=== ex_mem_stage ===
Figure 1. Drive-strength map (ex_mem_stage).
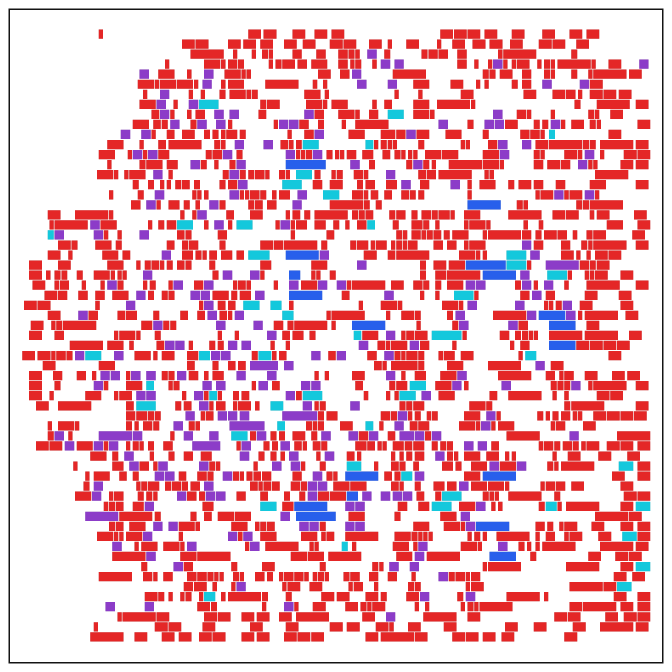

## src/rtl/ex_mem_stage.sv

```systemverilog
// Execute stage (forwarding muxes, ALU, destination select) and the EX/MEM pipeline register.
// Optional macro OVERFLOW_TRAP_EN: signed-overflow detection that suppresses the register write.
module ex_mem_stage #(
  parameter int DATA_W = 32
) (
  input  logic              clk,
  input  logic              clr_n,
  input  logic              RegWriteE,
  input  logic              MemtoRegE,
  input  logic              MemWriteE,
  input  logic              ALUSrcE,
  input  logic              RegDstE,
  input  logic [2:0]        ALUControlE,
  input  logic [DATA_W-1:0] RD1_E,
  input  logic [DATA_W-1:0] RD2_E,
  input  logic [DATA_W-1:0] SignImmE,
  input  logic [4:0]        RT_E,
  input  logic [4:0]        RD_E,
  input  logic [1:0]        ForwardAE,
  input  logic [1:0]        ForwardBE,
  input  logic [DATA_W-1:0] ResultW,
  output logic [4:0]        WriteRegE,
  output logic              RegWriteM,
  output logic              MemtoRegM,
  output logic              MemWriteM,
  output logic [DATA_W-1:0] ALUOutM,
  output logic [DATA_W-1:0] WriteDataM,
  output logic [4:0]        WriteRegM,
  output logic              OverflowM
);

  logic [DATA_W-1:0] srcA;
  logic [DATA_W-1:0] fwdB;
  logic [DATA_W-1:0] srcB;
  logic [DATA_W-1:0] aluRes;
  logic              regWriteNext;

  // ALUOutM feeds back on select 10, giving a back-to-back dependent chain
  always_comb begin
    srcA = RD1_E;
    case (ForwardAE)
      2'b01:   srcA = ResultW;
      2'b10:   srcA = ALUOutM;
      default: srcA = RD1_E;
    endcase
  end

  always_comb begin
    fwdB = RD2_E;
    case (ForwardBE)
      2'b01:   fwdB = ResultW;
      2'b10:   fwdB = ALUOutM;
      default: fwdB = RD2_E;
    endcase
  end

  assign srcB      = ALUSrcE ? SignImmE : fwdB;
  assign WriteRegE = RegDstE ? RD_E : RT_E;

  always_comb begin
    aluRes = '0;
    case (ALUControlE)
      3'b010:  aluRes = srcA + srcB;
      3'b110:  aluRes = srcA - srcB;
      3'b000:  aluRes = srcA & srcB;
      3'b001:  aluRes = srcA | srcB;
      3'b111:  aluRes = {{(DATA_W-1){1'b0}}, ($signed(srcA) < $signed(srcB))};
      default: aluRes = '0;
    endcase
  end

`ifdef OVERFLOW_TRAP_EN
  logic ovf;

  always_comb begin
    ovf = 1'b0;
    case (ALUControlE)
      3'b010:  ovf = (srcA[DATA_W-1] == srcB[DATA_W-1]) && (aluRes[DATA_W-1] != srcA[DATA_W-1]);
      3'b110:  ovf = (srcA[DATA_W-1] != srcB[DATA_W-1]) && (aluRes[DATA_W-1] != srcA[DATA_W-1]);
      default: ovf = 1'b0;
    endcase
  end

  assign regWriteNext = RegWriteE & ~ovf;

  always_ff @(posedge clk or negedge clr_n) begin
    if (!clr_n) OverflowM <= 1'b0;
    else        OverflowM <= ovf;
  end
`else
  assign regWriteNext = RegWriteE;
  assign OverflowM    = 1'b0;
`endif

  always_ff @(posedge clk or negedge clr_n) begin
    if (!clr_n) begin
      RegWriteM  <= 1'b0;
      MemtoRegM  <= 1'b0;
      MemWriteM  <= 1'b0;
      ALUOutM    <= '0;
      WriteDataM <= '0;
      WriteRegM  <= '0;
    end else begin
      RegWriteM  <= regWriteNext;
      MemtoRegM  <= MemtoRegE;
      MemWriteM  <= MemWriteE;
      ALUOutM    <= aluRes;
      WriteDataM <= fwdB;
      WriteRegM  <= WriteRegE;
    end
  end

endmodule

```

## config.mk

```make
export PLATFORM = sky130hd
export DESIGN_NAME = ex_mem_stage
export DESIGN_NICKNAME = d
export VERILOG_FILES = /design/src/rtl/ex_mem_stage.sv
export SDC_FILE = /design/constraint.sdc
export NUM_CORES = 1
export LEC_CHECK = 0
export CAP_MARGIN = 20
export CORE_MARGIN = 3
export CORE_UTILIZATION = 29
export DETAILED_ROUTE_END_ITERATION = 10
export GPL_ROUTABILITY_DRIVEN = 0
export HOLD_SLACK_MARGIN = 0.02
export PLACE_DENSITY_LB_ADDON = 0.05
export SETUP_SLACK_MARGIN = 0.05
export SYNTH_ARGS = -nofsm -noshare
export SYNTH_HDL_FRONTEND = slang
export SYNTH_SLANG_ARGS = --single-unit
```

## constraint.sdc

```tcl
create_clock -name clk -period 5.1 [get_ports clk]
set_clock_uncertainty 0.15 [all_clocks]
set_input_delay 1.02 -clock clk [delete_from_list [all_inputs] [get_ports clk]]
set_output_delay 1.02 -clock clk [all_outputs]
set_load 0.005 [all_outputs]
```

=== gbc_memory_bus_router ===
$ cat src/rtl/gbc_memory_bus_router.sv
// rtl/gbc_memory_bus_router.sv - SM83 CPU bus router with banking, HRAM and request/ack FSM
module gbc_memory_bus_router #(
  parameter  int VramBanks     = 2,
  parameter  int WramBanks     = 8,
  parameter  int HramDepth     = 127,
  parameter  int TimeoutCycles = 255,
  localparam int VaW           = 13 + $clog2(VramBanks),
  localparam int WaW           = 12 + $clog2(WramBanks)
) (
  input  logic           Clk,
  input  logic           Reset_n,
  input  logic           ClkEn,
  input  logic           IsCGB,
  input  logic           CpuAccess,
  input  logic           CpuWrite,
  input  logic [15:0]    CpuAddr,
  input  logic [7:0]     CpuWData,
  output logic           CpuReady,
  output logic [7:0]     CpuRData,
  output logic           CpuDataReady,
  output logic           TimeoutErr,
  output logic           VramReq,
  output logic           WramReq,
  output logic           OamReq,
  output logic           CartReq,
  output logic           IoReq,
  output logic           VramWrite,
  output logic           WramWrite,
  output logic           OamWrite,
  output logic           CartWrite,
  output logic           IoWrite,
  output logic [VaW-1:0] VramAddr,
  output logic [WaW-1:0] WramAddr,
  output logic [7:0]     OamAddr,
  output logic [15:0]    CartAddr,
  output logic [7:0]     IoAddr,
  output logic [7:0]     TgtWData,
  input  logic           VramAck,
  input  logic           WramAck,
  input  logic           OamAck,
  input  logic           CartAck,
  input  logic           IoAck,
  input  logic [7:0]     VramRData,
  input  logic [7:0]     WramRData,
  input  logic [7:0]     OamRData,
  input  logic [7:0]     CartRData,
  input  logic [7:0]     IoRData
);

  typedef enum logic [1:0] {S_IDLE, S_WAIT, S_RESP} state_t;
  typedef enum logic [3:0] {T_VRAM, T_WRAM, T_OAM, T_CART, T_IO,
                            T_HRAM, T_FF4F, T_FF70, T_NONE} tgt_t;

  localparam logic [2:0]  VMask   = 3'(VramBanks - 1);
  localparam logic [2:0]  WMask   = 3'(WramBanks - 1);
  localparam logic [15:0] TmoLast = 16'(TimeoutCycles - 1);

  state_t      r_state, w_next;
  tgt_t        r_tgt, w_dec_tgt;
  logic        r_write, r_timeout;
  logic [15:0] r_cnt;
  logic [7:0]  r_rdata;
  logic [2:0]  r_ff4f, r_ff70;
  logic [7:0]  r_hram [HramDepth];

  logic        w_dec_ext, w_ack, w_tmo;
  logic [7:0]  w_ack_data, w_int_rdata;
  logic [6:0]  w_hram_idx;
  logic [2:0]  w_wram_bank, w_vram_bank;
  logic [14:0] w_wram_full;
  logic [15:0] w_vram_full;

  assign w_hram_idx  = CpuAddr[6:0];
  // Echo space E000-FDFF only differs from C000-DDFF in bit 13, so bits 12:0 decode identically
  assign w_wram_bank = !CpuAddr[12] ? 3'd0 :
                       (((IsCGB && r_ff70 != 3'd0) ? r_ff70 : 3'd1) & WMask);
  assign w_vram_bank = IsCGB ? r_ff4f : 3'd0;
  assign w_wram_full = {w_wram_bank, CpuAddr[11:0]};
  assign w_vram_full = {w_vram_bank, CpuAddr[12:0]};
  assign w_dec_ext   = w_dec_tgt inside {T_VRAM, T_WRAM, T_OAM, T_CART, T_IO};
  assign w_tmo       = (r_cnt == TmoLast);

  assign CpuRData  = r_rdata;
  assign VramWrite = r_write;
  assign WramWrite = r_write;
  assign OamWrite  = r_write;
  assign CartWrite = r_write;
  assign IoWrite   = r_write;

  // Address decode of the live CPU address into a target
  always_comb begin
    w_dec_tgt = T_NONE;
    if (!CpuAddr[15] || CpuAddr[15:13] == 3'b101)        w_dec_tgt = T_CART;
    else if (CpuAddr[15:13] == 3'b100)                   w_dec_tgt = T_VRAM;
    else if (CpuAddr < 16'hFE00)                         w_dec_tgt = T_WRAM;
    else if (CpuAddr < 16'hFEA0)                         w_dec_tgt = T_OAM;
    else if (CpuAddr < 16'hFF00)                         w_dec_tgt = T_NONE;
    else if (CpuAddr == 16'hFF4F)                        w_dec_tgt = T_FF4F;
    else if (CpuAddr == 16'hFF70)                        w_dec_tgt = T_FF70;
    else if (CpuAddr < 16'hFF80 || CpuAddr == 16'hFFFF)  w_dec_tgt = T_IO;
    else if (int'(w_hram_idx) < HramDepth)               w_dec_tgt = T_HRAM;
  end

  // Read data for accesses answered inside the router
  always_comb begin
    w_int_rdata = 8'hFF;
    case (w_dec_tgt)
      T_HRAM:  w_int_rdata = r_hram[w_hram_idx];
      T_FF4F:  w_int_rdata = ~{5'd0, VMask} | {5'd0, r_ff4f};
      T_FF70:  w_int_rdata = {5'b11111, r_ff70};
      default: w_int_rdata = 8'hFF;
    endcase
  end

  // Acknowledge and read data from the target owning the current transaction
  always_comb begin
    w_ack      = 1'b0;
    w_ack_data = 8'hFF;
    case (r_tgt)
      T_VRAM:  begin w_ack = VramAck; w_ack_data = VramRData; end
      T_WRAM:  begin w_ack = WramAck; w_ack_data = WramRData; end
      T_OAM:   begin w_ack = OamAck;  w_ack_data = OamRData;  end
      T_CART:  begin w_ack = CartAck; w_ack_data = CartRData; end
      T_IO:    begin w_ack = IoAck;   w_ack_data = IoRData;   end
      default: begin w_ack = 1'b0;    w_ack_data = 8'hFF;     end
    endcase
  end

  // FSM state register
  always_ff @(posedge Clk or negedge Reset_n) begin
    if (!Reset_n)   r_state <= S_IDLE;
    else if (ClkEn) r_state <= w_next;
  end

  // FSM next state and handshake outputs; Req is a pure function of state so reset drops it at once
  always_comb begin
    w_next       = r_state;
    CpuReady     = 1'b0;
    CpuDataReady = 1'b0;
    TimeoutErr   = 1'b0;
    VramReq      = 1'b0;
    WramReq      = 1'b0;
    OamReq       = 1'b0;
    CartReq      = 1'b0;
    IoReq        = 1'b0;
    case (r_state)
      S_IDLE: begin
        CpuReady = 1'b1;
        if (ClkEn && CpuAccess) w_next = w_dec_ext ? S_WAIT : S_RESP;
      end
      S_WAIT: begin
        VramReq = (r_tgt == T_VRAM);
        WramReq = (r_tgt == T_WRAM);
        OamReq  = (r_tgt == T_OAM);
        CartReq = (r_tgt == T_CART);
        IoReq   = (r_tgt == T_IO);
        if (ClkEn && (w_ack || w_tmo)) w_next = S_RESP;
      end
      S_RESP: begin
        CpuDataReady = 1'b1;
        TimeoutErr   = r_timeout;
        if (ClkEn) w_next = S_IDLE;
      end
      default: w_next = S_IDLE;
    endcase
  end

  // Transaction latches, bank registers, wait counter and response data
  always_ff @(posedge Clk or negedge Reset_n) begin
    if (!Reset_n) begin
      r_tgt     <= T_NONE;
      r_write   <= 1'b0;
      r_timeout <= 1'b0;
      r_cnt     <= 16'd0;
      r_rdata   <= 8'd0;
      r_ff4f    <= 3'd0;
      r_ff70    <= 3'd0;
      VramAddr  <= '0;
      WramAddr  <= '0;
      OamAddr   <= 8'd0;
      CartAddr  <= 16'd0;
      IoAddr    <= 8'd0;
      TgtWData  <= 8'd0;
    end else if (ClkEn) begin
      case (r_state)
        S_IDLE: if (CpuAccess) begin
          r_tgt     <= w_dec_tgt;
          r_write   <= CpuWrite;
          r_timeout <= 1'b0;
          r_cnt     <= 16'd0;
          r_rdata   <= w_int_rdata;
          VramAddr  <= w_vram_full[VaW-1:0];
          WramAddr  <= w_wram_full[WaW-1:0];
          OamAddr   <= CpuAddr[7:0];
          CartAddr  <= CpuAddr;
          IoAddr    <= CpuAddr[7:0];
          TgtWData  <= CpuWData;
          if (CpuWrite && w_dec_tgt == T_FF4F) r_ff4f <= CpuWData[2:0] & VMask;
          if (CpuWrite && w_dec_tgt == T_FF70) r_ff70 <= CpuWData[2:0];
        end
        S_WAIT: begin
          if (w_ack) begin
            r_rdata <= w_ack_data;
          end else if (w_tmo) begin
            r_rdata   <= 8'hFF;
            r_timeout <= 1'b1;
          end else begin
            r_cnt <= r_cnt + 16'd1;
          end
        end
        default: ;
      endcase
    end
  end

  // HRAM storage, intentionally left uninitialised by reset
  always_ff @(posedge Clk) begin
    if (Reset_n && ClkEn && r_state == S_IDLE && CpuAccess && CpuWrite && w_dec_tgt == T_HRAM)
      r_hram[w_hram_idx] <= CpuWData;
  end

endmodule

$ cat config.mk
export PLATFORM = sky130hd
export DESIGN_NAME = gbc_memory_bus_router
export DESIGN_NICKNAME = d
export VERILOG_FILES = /design/src/rtl/gbc_memory_bus_router.sv
export SDC_FILE = /design/constraint.sdc
export NUM_CORES = 1
export LEC_CHECK = 0
export CORE_UTILIZATION = 40
export DETAILED_ROUTE_END_ITERATION = 12
export PLACE_DENSITY = 0.58
export SLEW_MARGIN = 20
export SYNTH_ARGS = -nofsm -noshare
export SYNTH_HDL_FRONTEND = slang
export SYNTH_SLANG_ARGS = --single-unit
export TNS_END_PERCENT = 30
$ cat constraint.sdc
create_clock -name Clk -period 3.7 [get_ports Clk]
set_clock_uncertainty 0.2 [all_clocks]
set_input_delay 0.555 -clock Clk [delete_from_list [all_inputs] [get_ports Clk]]
set_output_delay 0.555 -clock Clk [all_outputs]
set_load 0.005 [all_outputs]
=== decoder_3x8_seq ===
===== config.mk =====
export PLATFORM = sky130hd
export DESIGN_NAME = decoder_3x8_seq
export DESIGN_NICKNAME = d
export VERILOG_FILES = /design/src/rtl/decoder_3x8_seq.sv
export SDC_FILE = /design/constraint.sdc
export NUM_CORES = 1
export LEC_CHECK = 0
export ABC_AREA = 1
export CAP_MARGIN = 20
export CORE_ASPECT_RATIO = 0.9
export CORE_MARGIN = 2
export CORE_UTILIZATION = 58
export DETAILED_ROUTE_END_ITERATION = 7
export PLACE_DENSITY = 0.91
export REMOVE_ABC_BUFFERS = 1
export SLEW_MARGIN = 10
export SYNTH_ARGS = -nofsm -noshare
export SYNTH_HDL_FRONTEND = slang
export SYNTH_SLANG_ARGS = --single-unit

===== constraint.sdc =====
create_clock -name clk -period 5.8 [get_ports clk]
set_clock_uncertainty 0.05 [all_clocks]
set_input_delay 0.58 -clock clk [delete_from_list [all_inputs] [get_ports clk]]
set_output_delay 0.58 -clock clk [all_outputs]
set_load 0.02 [all_outputs]

===== src/rtl/decoder_3x8_seq.sv =====
// Sequenced 3-to-8 decoder.
// Codes arrive over a valid/ready handshake into a 2-entry FIFO. Each code is
// driven as a registered one-hot word on out and held for HOLD_CYCLES clocks.
// Queued codes follow back-to-back with no idle gap.
module decoder_3x8_seq #(
  parameter int HOLD_CYCLES = 4,   // legal range 1..255
  parameter int FIFO_DEPTH  = 2    // fixed at 2; pointers are a single bit
) (
  input  logic       clk,
  input  logic       rst_n,
  input  logic       in_valid,
  input  logic [2:0] in_code,
  output logic       in_ready,
  output logic [7:0] out,
  output logic       out_valid,
  output logic       busy
);

  localparam logic [0:0] IDLE = 1'b0;
  localparam logic [0:0] HOLD = 1'b1;

  localparam logic [1:0] FULL_CNT  = 2'(FIFO_DEPTH);
  localparam logic [7:0] HOLD_LOAD = 8'(HOLD_CYCLES - 1);

  logic [2:0] fifo_mem [0:1];
  logic       wr_ptr;
  logic       rd_ptr;
  logic [1:0] count;
  logic       push;
  logic       pop;
  logic [2:0] head;

  logic [0:0] state;
  logic [7:0] cnt;

  // Binary code to one-hot word: bit i set iff code == i.
  function automatic logic [7:0] decode(input logic [2:0] code);
    decode = 8'd1 << code;
  endfunction

  // Readiness depends only on the registered count, so a same-cycle pop never
  // gates a push and there is no combinational path from the FSM to in_ready.
  assign in_ready = (count != FULL_CNT);
  assign push     = in_valid & in_ready;
  assign head     = fifo_mem[rd_ptr];

  // The FSM takes the head when idle, or when the current word's hold expires.
  assign pop  = (count != 2'd0) && ((state == IDLE) || (cnt == 8'd0));
  assign busy = (state == HOLD) | (count != 2'd0);

  // FIFO storage: data only, no reset needed since count qualifies it.
  always_ff @(posedge clk) begin
    if (push) begin
      fifo_mem[wr_ptr] <= in_code;
    end
  end

  // FIFO pointers and occupancy; pointers wrap naturally as single bits.
  always_ff @(posedge clk or negedge rst_n) begin
    if (!rst_n) begin
      wr_ptr <= 1'b0;
      rd_ptr <= 1'b0;
      count  <= 2'd0;
    end else begin
      if (push) begin
        wr_ptr <= ~wr_ptr;
      end
      if (pop) begin
        rd_ptr <= ~rd_ptr;
      end
      case ({push, pop})
        2'b10:   count <= count + 2'd1;
        2'b01:   count <= count - 2'd1;
        default: count <= count;
      endcase
    end
  end

  // Output FSM: load a word, hold it for HOLD_CYCLES clocks, chain or go idle.
  always_ff @(posedge clk or negedge rst_n) begin
    if (!rst_n) begin
      state     <= IDLE;
      cnt       <= 8'd0;
      out       <= 8'h00;
      out_valid <= 1'b0;
    end else begin
      case (state)
        IDLE: begin
          if (pop) begin
            out       <= decode(head);
            out_valid <= 1'b1;
            cnt       <= HOLD_LOAD;
            state     <= HOLD;
          end
        end
        HOLD: begin
          if (cnt != 8'd0) begin
            cnt <= cnt - 8'd1;
          end else if (pop) begin
            out       <= decode(head);
            out_valid <= 1'b1;
            cnt       <= HOLD_LOAD;
          end else begin
            out       <= 8'h00;
            out_valid <= 1'b0;
            state     <= IDLE;
          end
        end
        default: begin
          state     <= IDLE;
          out       <= 8'h00;
          out_valid <= 1'b0;
          cnt       <= 8'd0;
        end
      endcase
    end
  end

endmodule

Figure 2. The clock network (gbc_memory_bus_router).
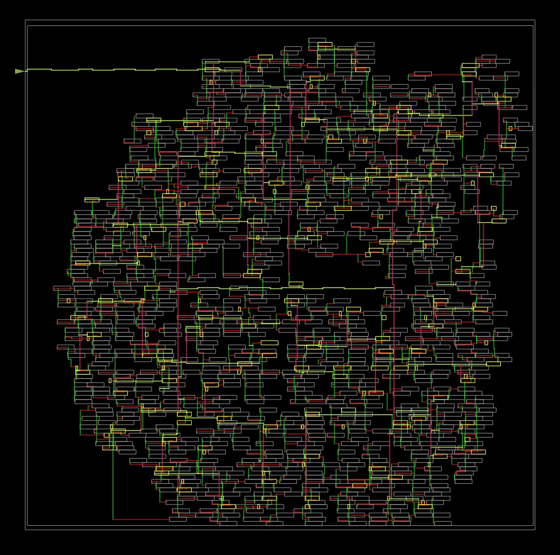
flop count: 1080
Clock group: 0.0112 W
Late-Pin Clk Latency: 700 ps
clock sink count: 1080
Layout clock buffers: 130

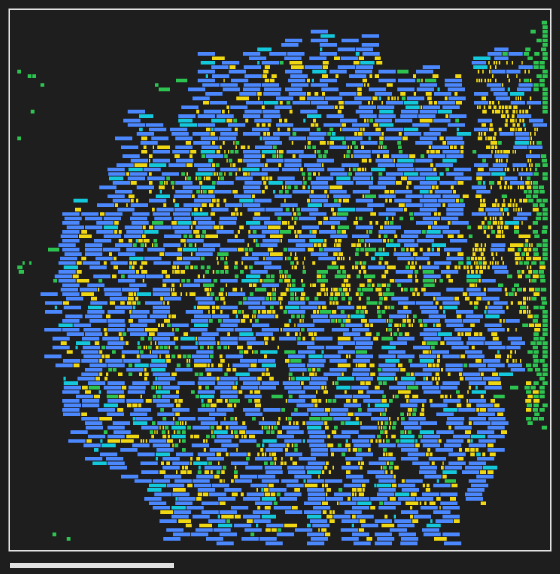
Figure 3: gbc_memory_bus_router, placed cells, one color a class.
The bar under the picture is 100 um long.
legend:
  clock drivers and dummy loads:
    color: cyan
    cells: 206
  combinational and other logic:
    color: yellow
    cells: 1374
  sequential cells:
    color: blue
    cells: 1080
  remaining buffers and delay cells:
    color: green
    cells: 568

==> flow_summary.yaml, gbc_memory_bus_router <==
# synthesis and place-and-route metrics
grt:
  grtUsageTotal: 0.261
placement:
  place_congestion: 0.964
  placedCellCount: 4412
logic_synthesis:
  synth-main-ff-cell: "edfxtp_1"
  synth.avg_cell_area_um2: 16.1
  yosys.area.top_type: "edfxtp_1"
  area_leaders: "edfxtp_1, dfrtp_1, mux2_2"
  yosysTopAreaCellShare: 0.709
  ys_seq_share: 0.746
drt:
  top_layer_used: "met4"
  wl_per_cell_um: 31.2
  met2_length_um: 66400
  vias: 28100
die:
  dieHeight_um: 330
sta:
  max_slew_margin: 0.173
  finalSetupTns_ps: 0
  finalHoldWorstSlack_ps: 92.8
layout:
  buffer_area_frac: 0.0989
  clkCellAreaFrac: 0.0691
  n_all_inverters: 14
  non_clock_buffer_count: 568
worst_setup_path:
  r2r_start: "r_tgt[1]$_DFFE_PN0P_"
  reg2reg_slack_ps: 620
  crit_path_start: "CpuAddr[5]"
  timing.critical_path.fanout_max: 18
  cpLargestDelayFamily: "simple AND/OR/NAND/NOR gates"
power:
  powerSeq_w: 0.0138
cts:
  cts_resized: 0
worst_hold_path:
  min-delay-start: "CpuWData[7]"
outcome:
  status: "finished clean"
-- gbc_memory_bus_router: placed cells by master, fill, tap and decap left out, types with 42 or more instances in the layout --
master and count:
edfxtp_1 1016, buf_4 369, nor2_1 206, o22ai_1 205, clkdlybuf4s50_1 150, nand2_1 142
mux2_2 124, clkbuf_16 114, o21ai_0 77, o221ai_1 76, dfrtp_1 63, a21oi_1 54
mux2i_1 51, buf_12 42
-- gbc_memory_bus_router: through the flow --
stage / util / instance area, um2
after floorplan: - / 43100
after global placement: 0.460 / 48700
after detailed placement: 0.460 / 48700
after CTS: 0.494 / 52300
after global routing: 0.494 / 52300
final: 0.494 / 52300
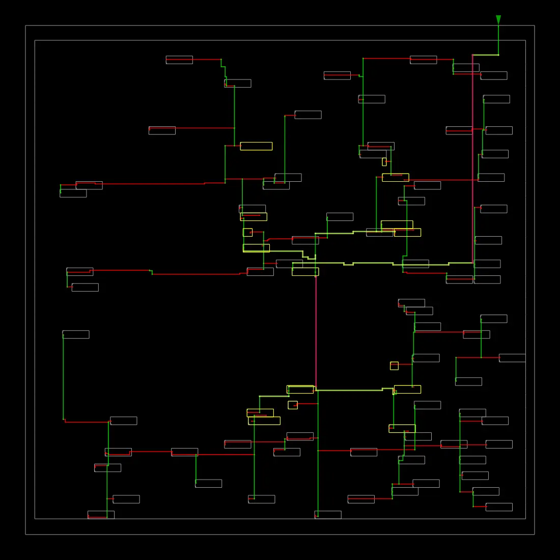
Figure 4: ex_mem_stage, the clock network.
flop count: 72
Late-Pin Clk Latency: 360 ps
Layout clock buffers: 10

## Picture notes: Figure 1
legend:
  _2 cells:
    color: cyan
    cells: 49
  _0 and _1 cells:
    color: red
    cells: 1267
  _3 and _4 cells:
    color: purple
    cells: 255
  _6 and larger:
    color: blue
    cells: 18
post-route cell area: 13400 um2
final worst setup slack: 201 ps

==> flow_summary.yaml, ex_mem_stage <==
# synthesis and place-and-route metrics
logic_synthesis:
  yosys.area.top_type: "dfrtp_1"
  xor_share: 0.0229
  yosysWarnings: 0
  ys.flops: 72
  synthAdderAreaFrac: 0.168
  synth-edff-count: 0
  synth-main-ff-cell: "dfrtp_1"
layout:
  antennaDiodeCount: 0
  sh_comb_area: 0.452
  drive_gt1_frac: 0.203
  seq_share: 0.135
  logic_gate_count: 886
  flop_area_um2: 1800
  final_cell_mix: "buf_4, clkdlybuf4s50_1, inv_1, nand2_1, o21ai_0"
  finalNonFillerCells: 1967
  synthToLayoutAreaGrowth_pct: 58.5
sta:
  slew_viol_final: 0
  worstMarginPinSlew_ps: 644
  setup_viol: 0
  finalHoldWorstSlack_ps: 539
  period_minus_slack_ps: 4900
cts:
  root_buffer: "clkbuf_16"
grt:
  grt_use_met1: 0.353
power:
  powerDensity_nw_per_um2: 252
drt:
  wl_per_cell_um: 18.8
  wl_met3_um: 2770
  viasPerCell: 5.12
  met2_length_um: 15300
die:
  row_count: 61
  fp_util: 0.299
worst_setup_path:
  crit_path_top_delay_cell: "clkdlybuf4s50_1"
  ff2ff_path_depth: 16
  crit_path_end_kind: "flip-flop"
  r2r-end: "ALUOutM[31]$_DFF_PN0_"
  critPathKind: "in2reg"
placement:
  dp_worst_setup_slack_ps: -465
  placedCellCount: 1950
outcome:
  status: "finished clean"
run:
  openroad.warnings: 103
-- ex_mem_stage: critical path, delay by kind of cell --
family	cells	cell delay, ps
XOR/XNOR	1	150
buffers and inverters	4	920
AND-OR/OR-AND	6	1360
adder cells (fa/ha/maj)	2	670
AND/OR/NAND/NOR	3	800
-- ex_mem_stage: power breakdown --
part           switching (W)  leakage (nW)  internal (W)
logic               0.000935          5.13      0.000946
clock network       0.000308         0.164      0.000483
registers          0.0000557         0.913      0.000644
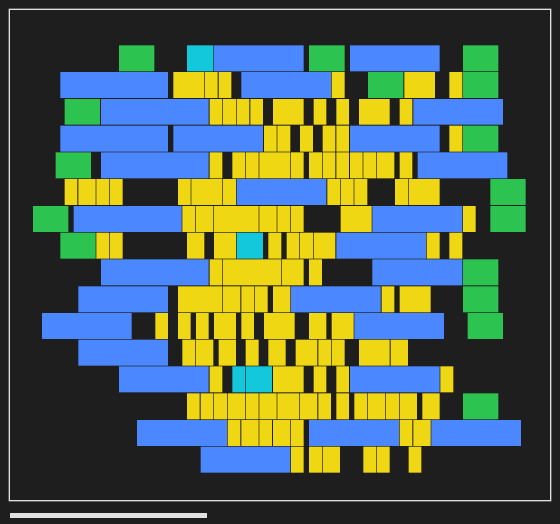
Figure 5: decoder_3x8_seq, placed cells, one color a class.
The bar under the picture is 20 um long.
legend:
  sequential cells:
    color: blue
    cells: 28
  remaining buffers and delay cells:
    color: green
    cells: 16
  combinational and other logic:
    color: yellow
    cells: 125
  clock drivers and dummy loads:
    color: cyan
    cells: 4
post-route cell area: 1560 um2
sequential cell area share: 0.470
row cnt: 16
fin util: 0.713

==> flow_summary.yaml, decoder_3x8_seq <==
# synthesis and place-and-route metrics
worst_setup_path:
  cp_cell_sequence: "nor2_2, nand2_1, clkdlybuf4s50_1"
  reg2reg_slack_ps: 3500
  crit_path_top_delay_cell: "clkdlybuf4s50_1"
  ff2ff_path_depth: 10
  path_depth: 3
  r2r_start: "cnt[0]$_DFF_PN0_"
power:
  combinationalPower_w: 0.000338
  switchingPower_w: 0.000322
  intPower_w: 0.000422
  vdd_drop_max_mv: 0.253
  p_seq_frac: 0.437
  p_comb_frac: 0.454
logic_synthesis:
  synth.avg_cell_area_um2: 8.72
  ys_sh_aoi: 0.0833
  ys.flops: 28
  yosysTopAreaCellShare: 0.407
  synth_cell_type_count: 17
  xor_share: 0.0324
  synthAdderAreaFrac: 0.0185
  synthTopCellsByCount: "nand2_1, dfrtp_1, inv_1"
sta:
  finalCritPeriodShare: 0.432
  max_slew_margin: 0.354
  finalSetupTns_ps: 0
  setup_ws_ps: 3290
placement:
  place_congestion: 0.928
  numPortBuffers: 16
worst_hold_path:
  holdPathEnd: "out_valid$_DFFE_PN0P_"
  min-delay-start: "out_valid$_DFFE_PN0P_"
drt:
  firstDrtPassIters: 4
  wl_met1_um: 1150
  drtIter0Drc: 28
layout:
  final_cell_mix: "nand2_1, dfrtp_1, inv_1, clkdlybuf4s50_1, nand3_1"
  drive_gt1_frac: 0.0925
  antennaDiodeCount: 0
  final_common_cell: "nand2_1"
run:
  openroad.warnings: 25
die:
  ios: 17
cts:
  root_buffer: "clkbuf_4"
  clock_path_buffers: 2
outcome:
  status: "finished clean"
==> decoder_3x8_seq: final cells by class <==
type                       count  area (um2)  area share
inverter                      17        63.8      0.0410
timing repair buffer          16         160       0.103
clock buffer                   3        22.5      0.0145
multi-input combinational    108         541       0.348
sequential                    28         731       0.470
tap                           27        33.8      0.0217
clock inverter                 1        3.75     0.00241
==> decoder_3x8_seq: sequential cells by signal, summed over array words and instances (netlist names) <==
signal	flops
cnt	8
out	8
fifo_mem	6
count	2
out_valid	1
rd_ptr	1
state	1
wr_ptr	1


==> layout pictures side by side <==
Clock network drawn from the DEF.
panel A
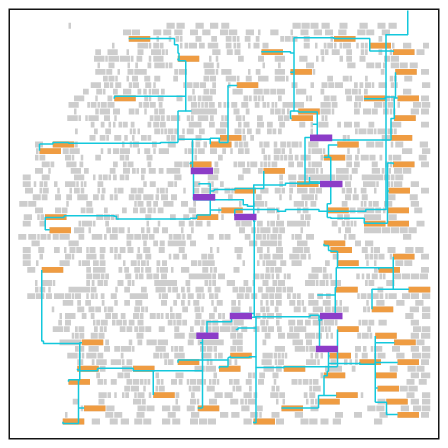
panel B
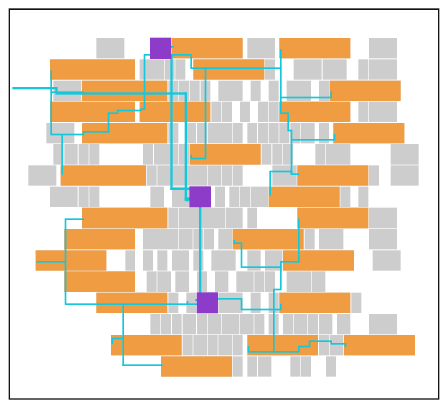
panel C
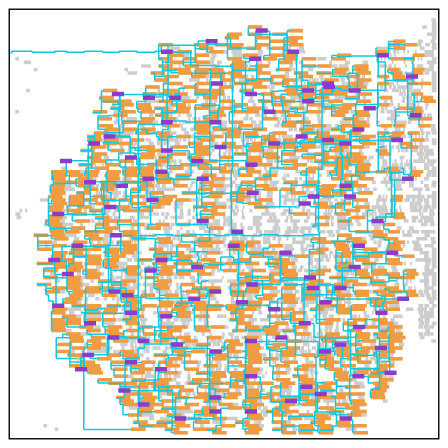
Panel B comes from decoder_3x8_seq.
Panel A comes from ex_mem_stage.
Panel C comes from gbc_memory_bus_router.
The one with the most sequential cells is panel C.
The one with the fewest sequential cells is panel B.

Key to panel B:
legend:
  flip-flops:
    color: orange
    count: 28
  clock wires:
    color: cyan
    length: 294 um
  clock drivers:
    color: purple
    count: 3
routed clock nets: 4

Power and IR drop assume default switching activity.
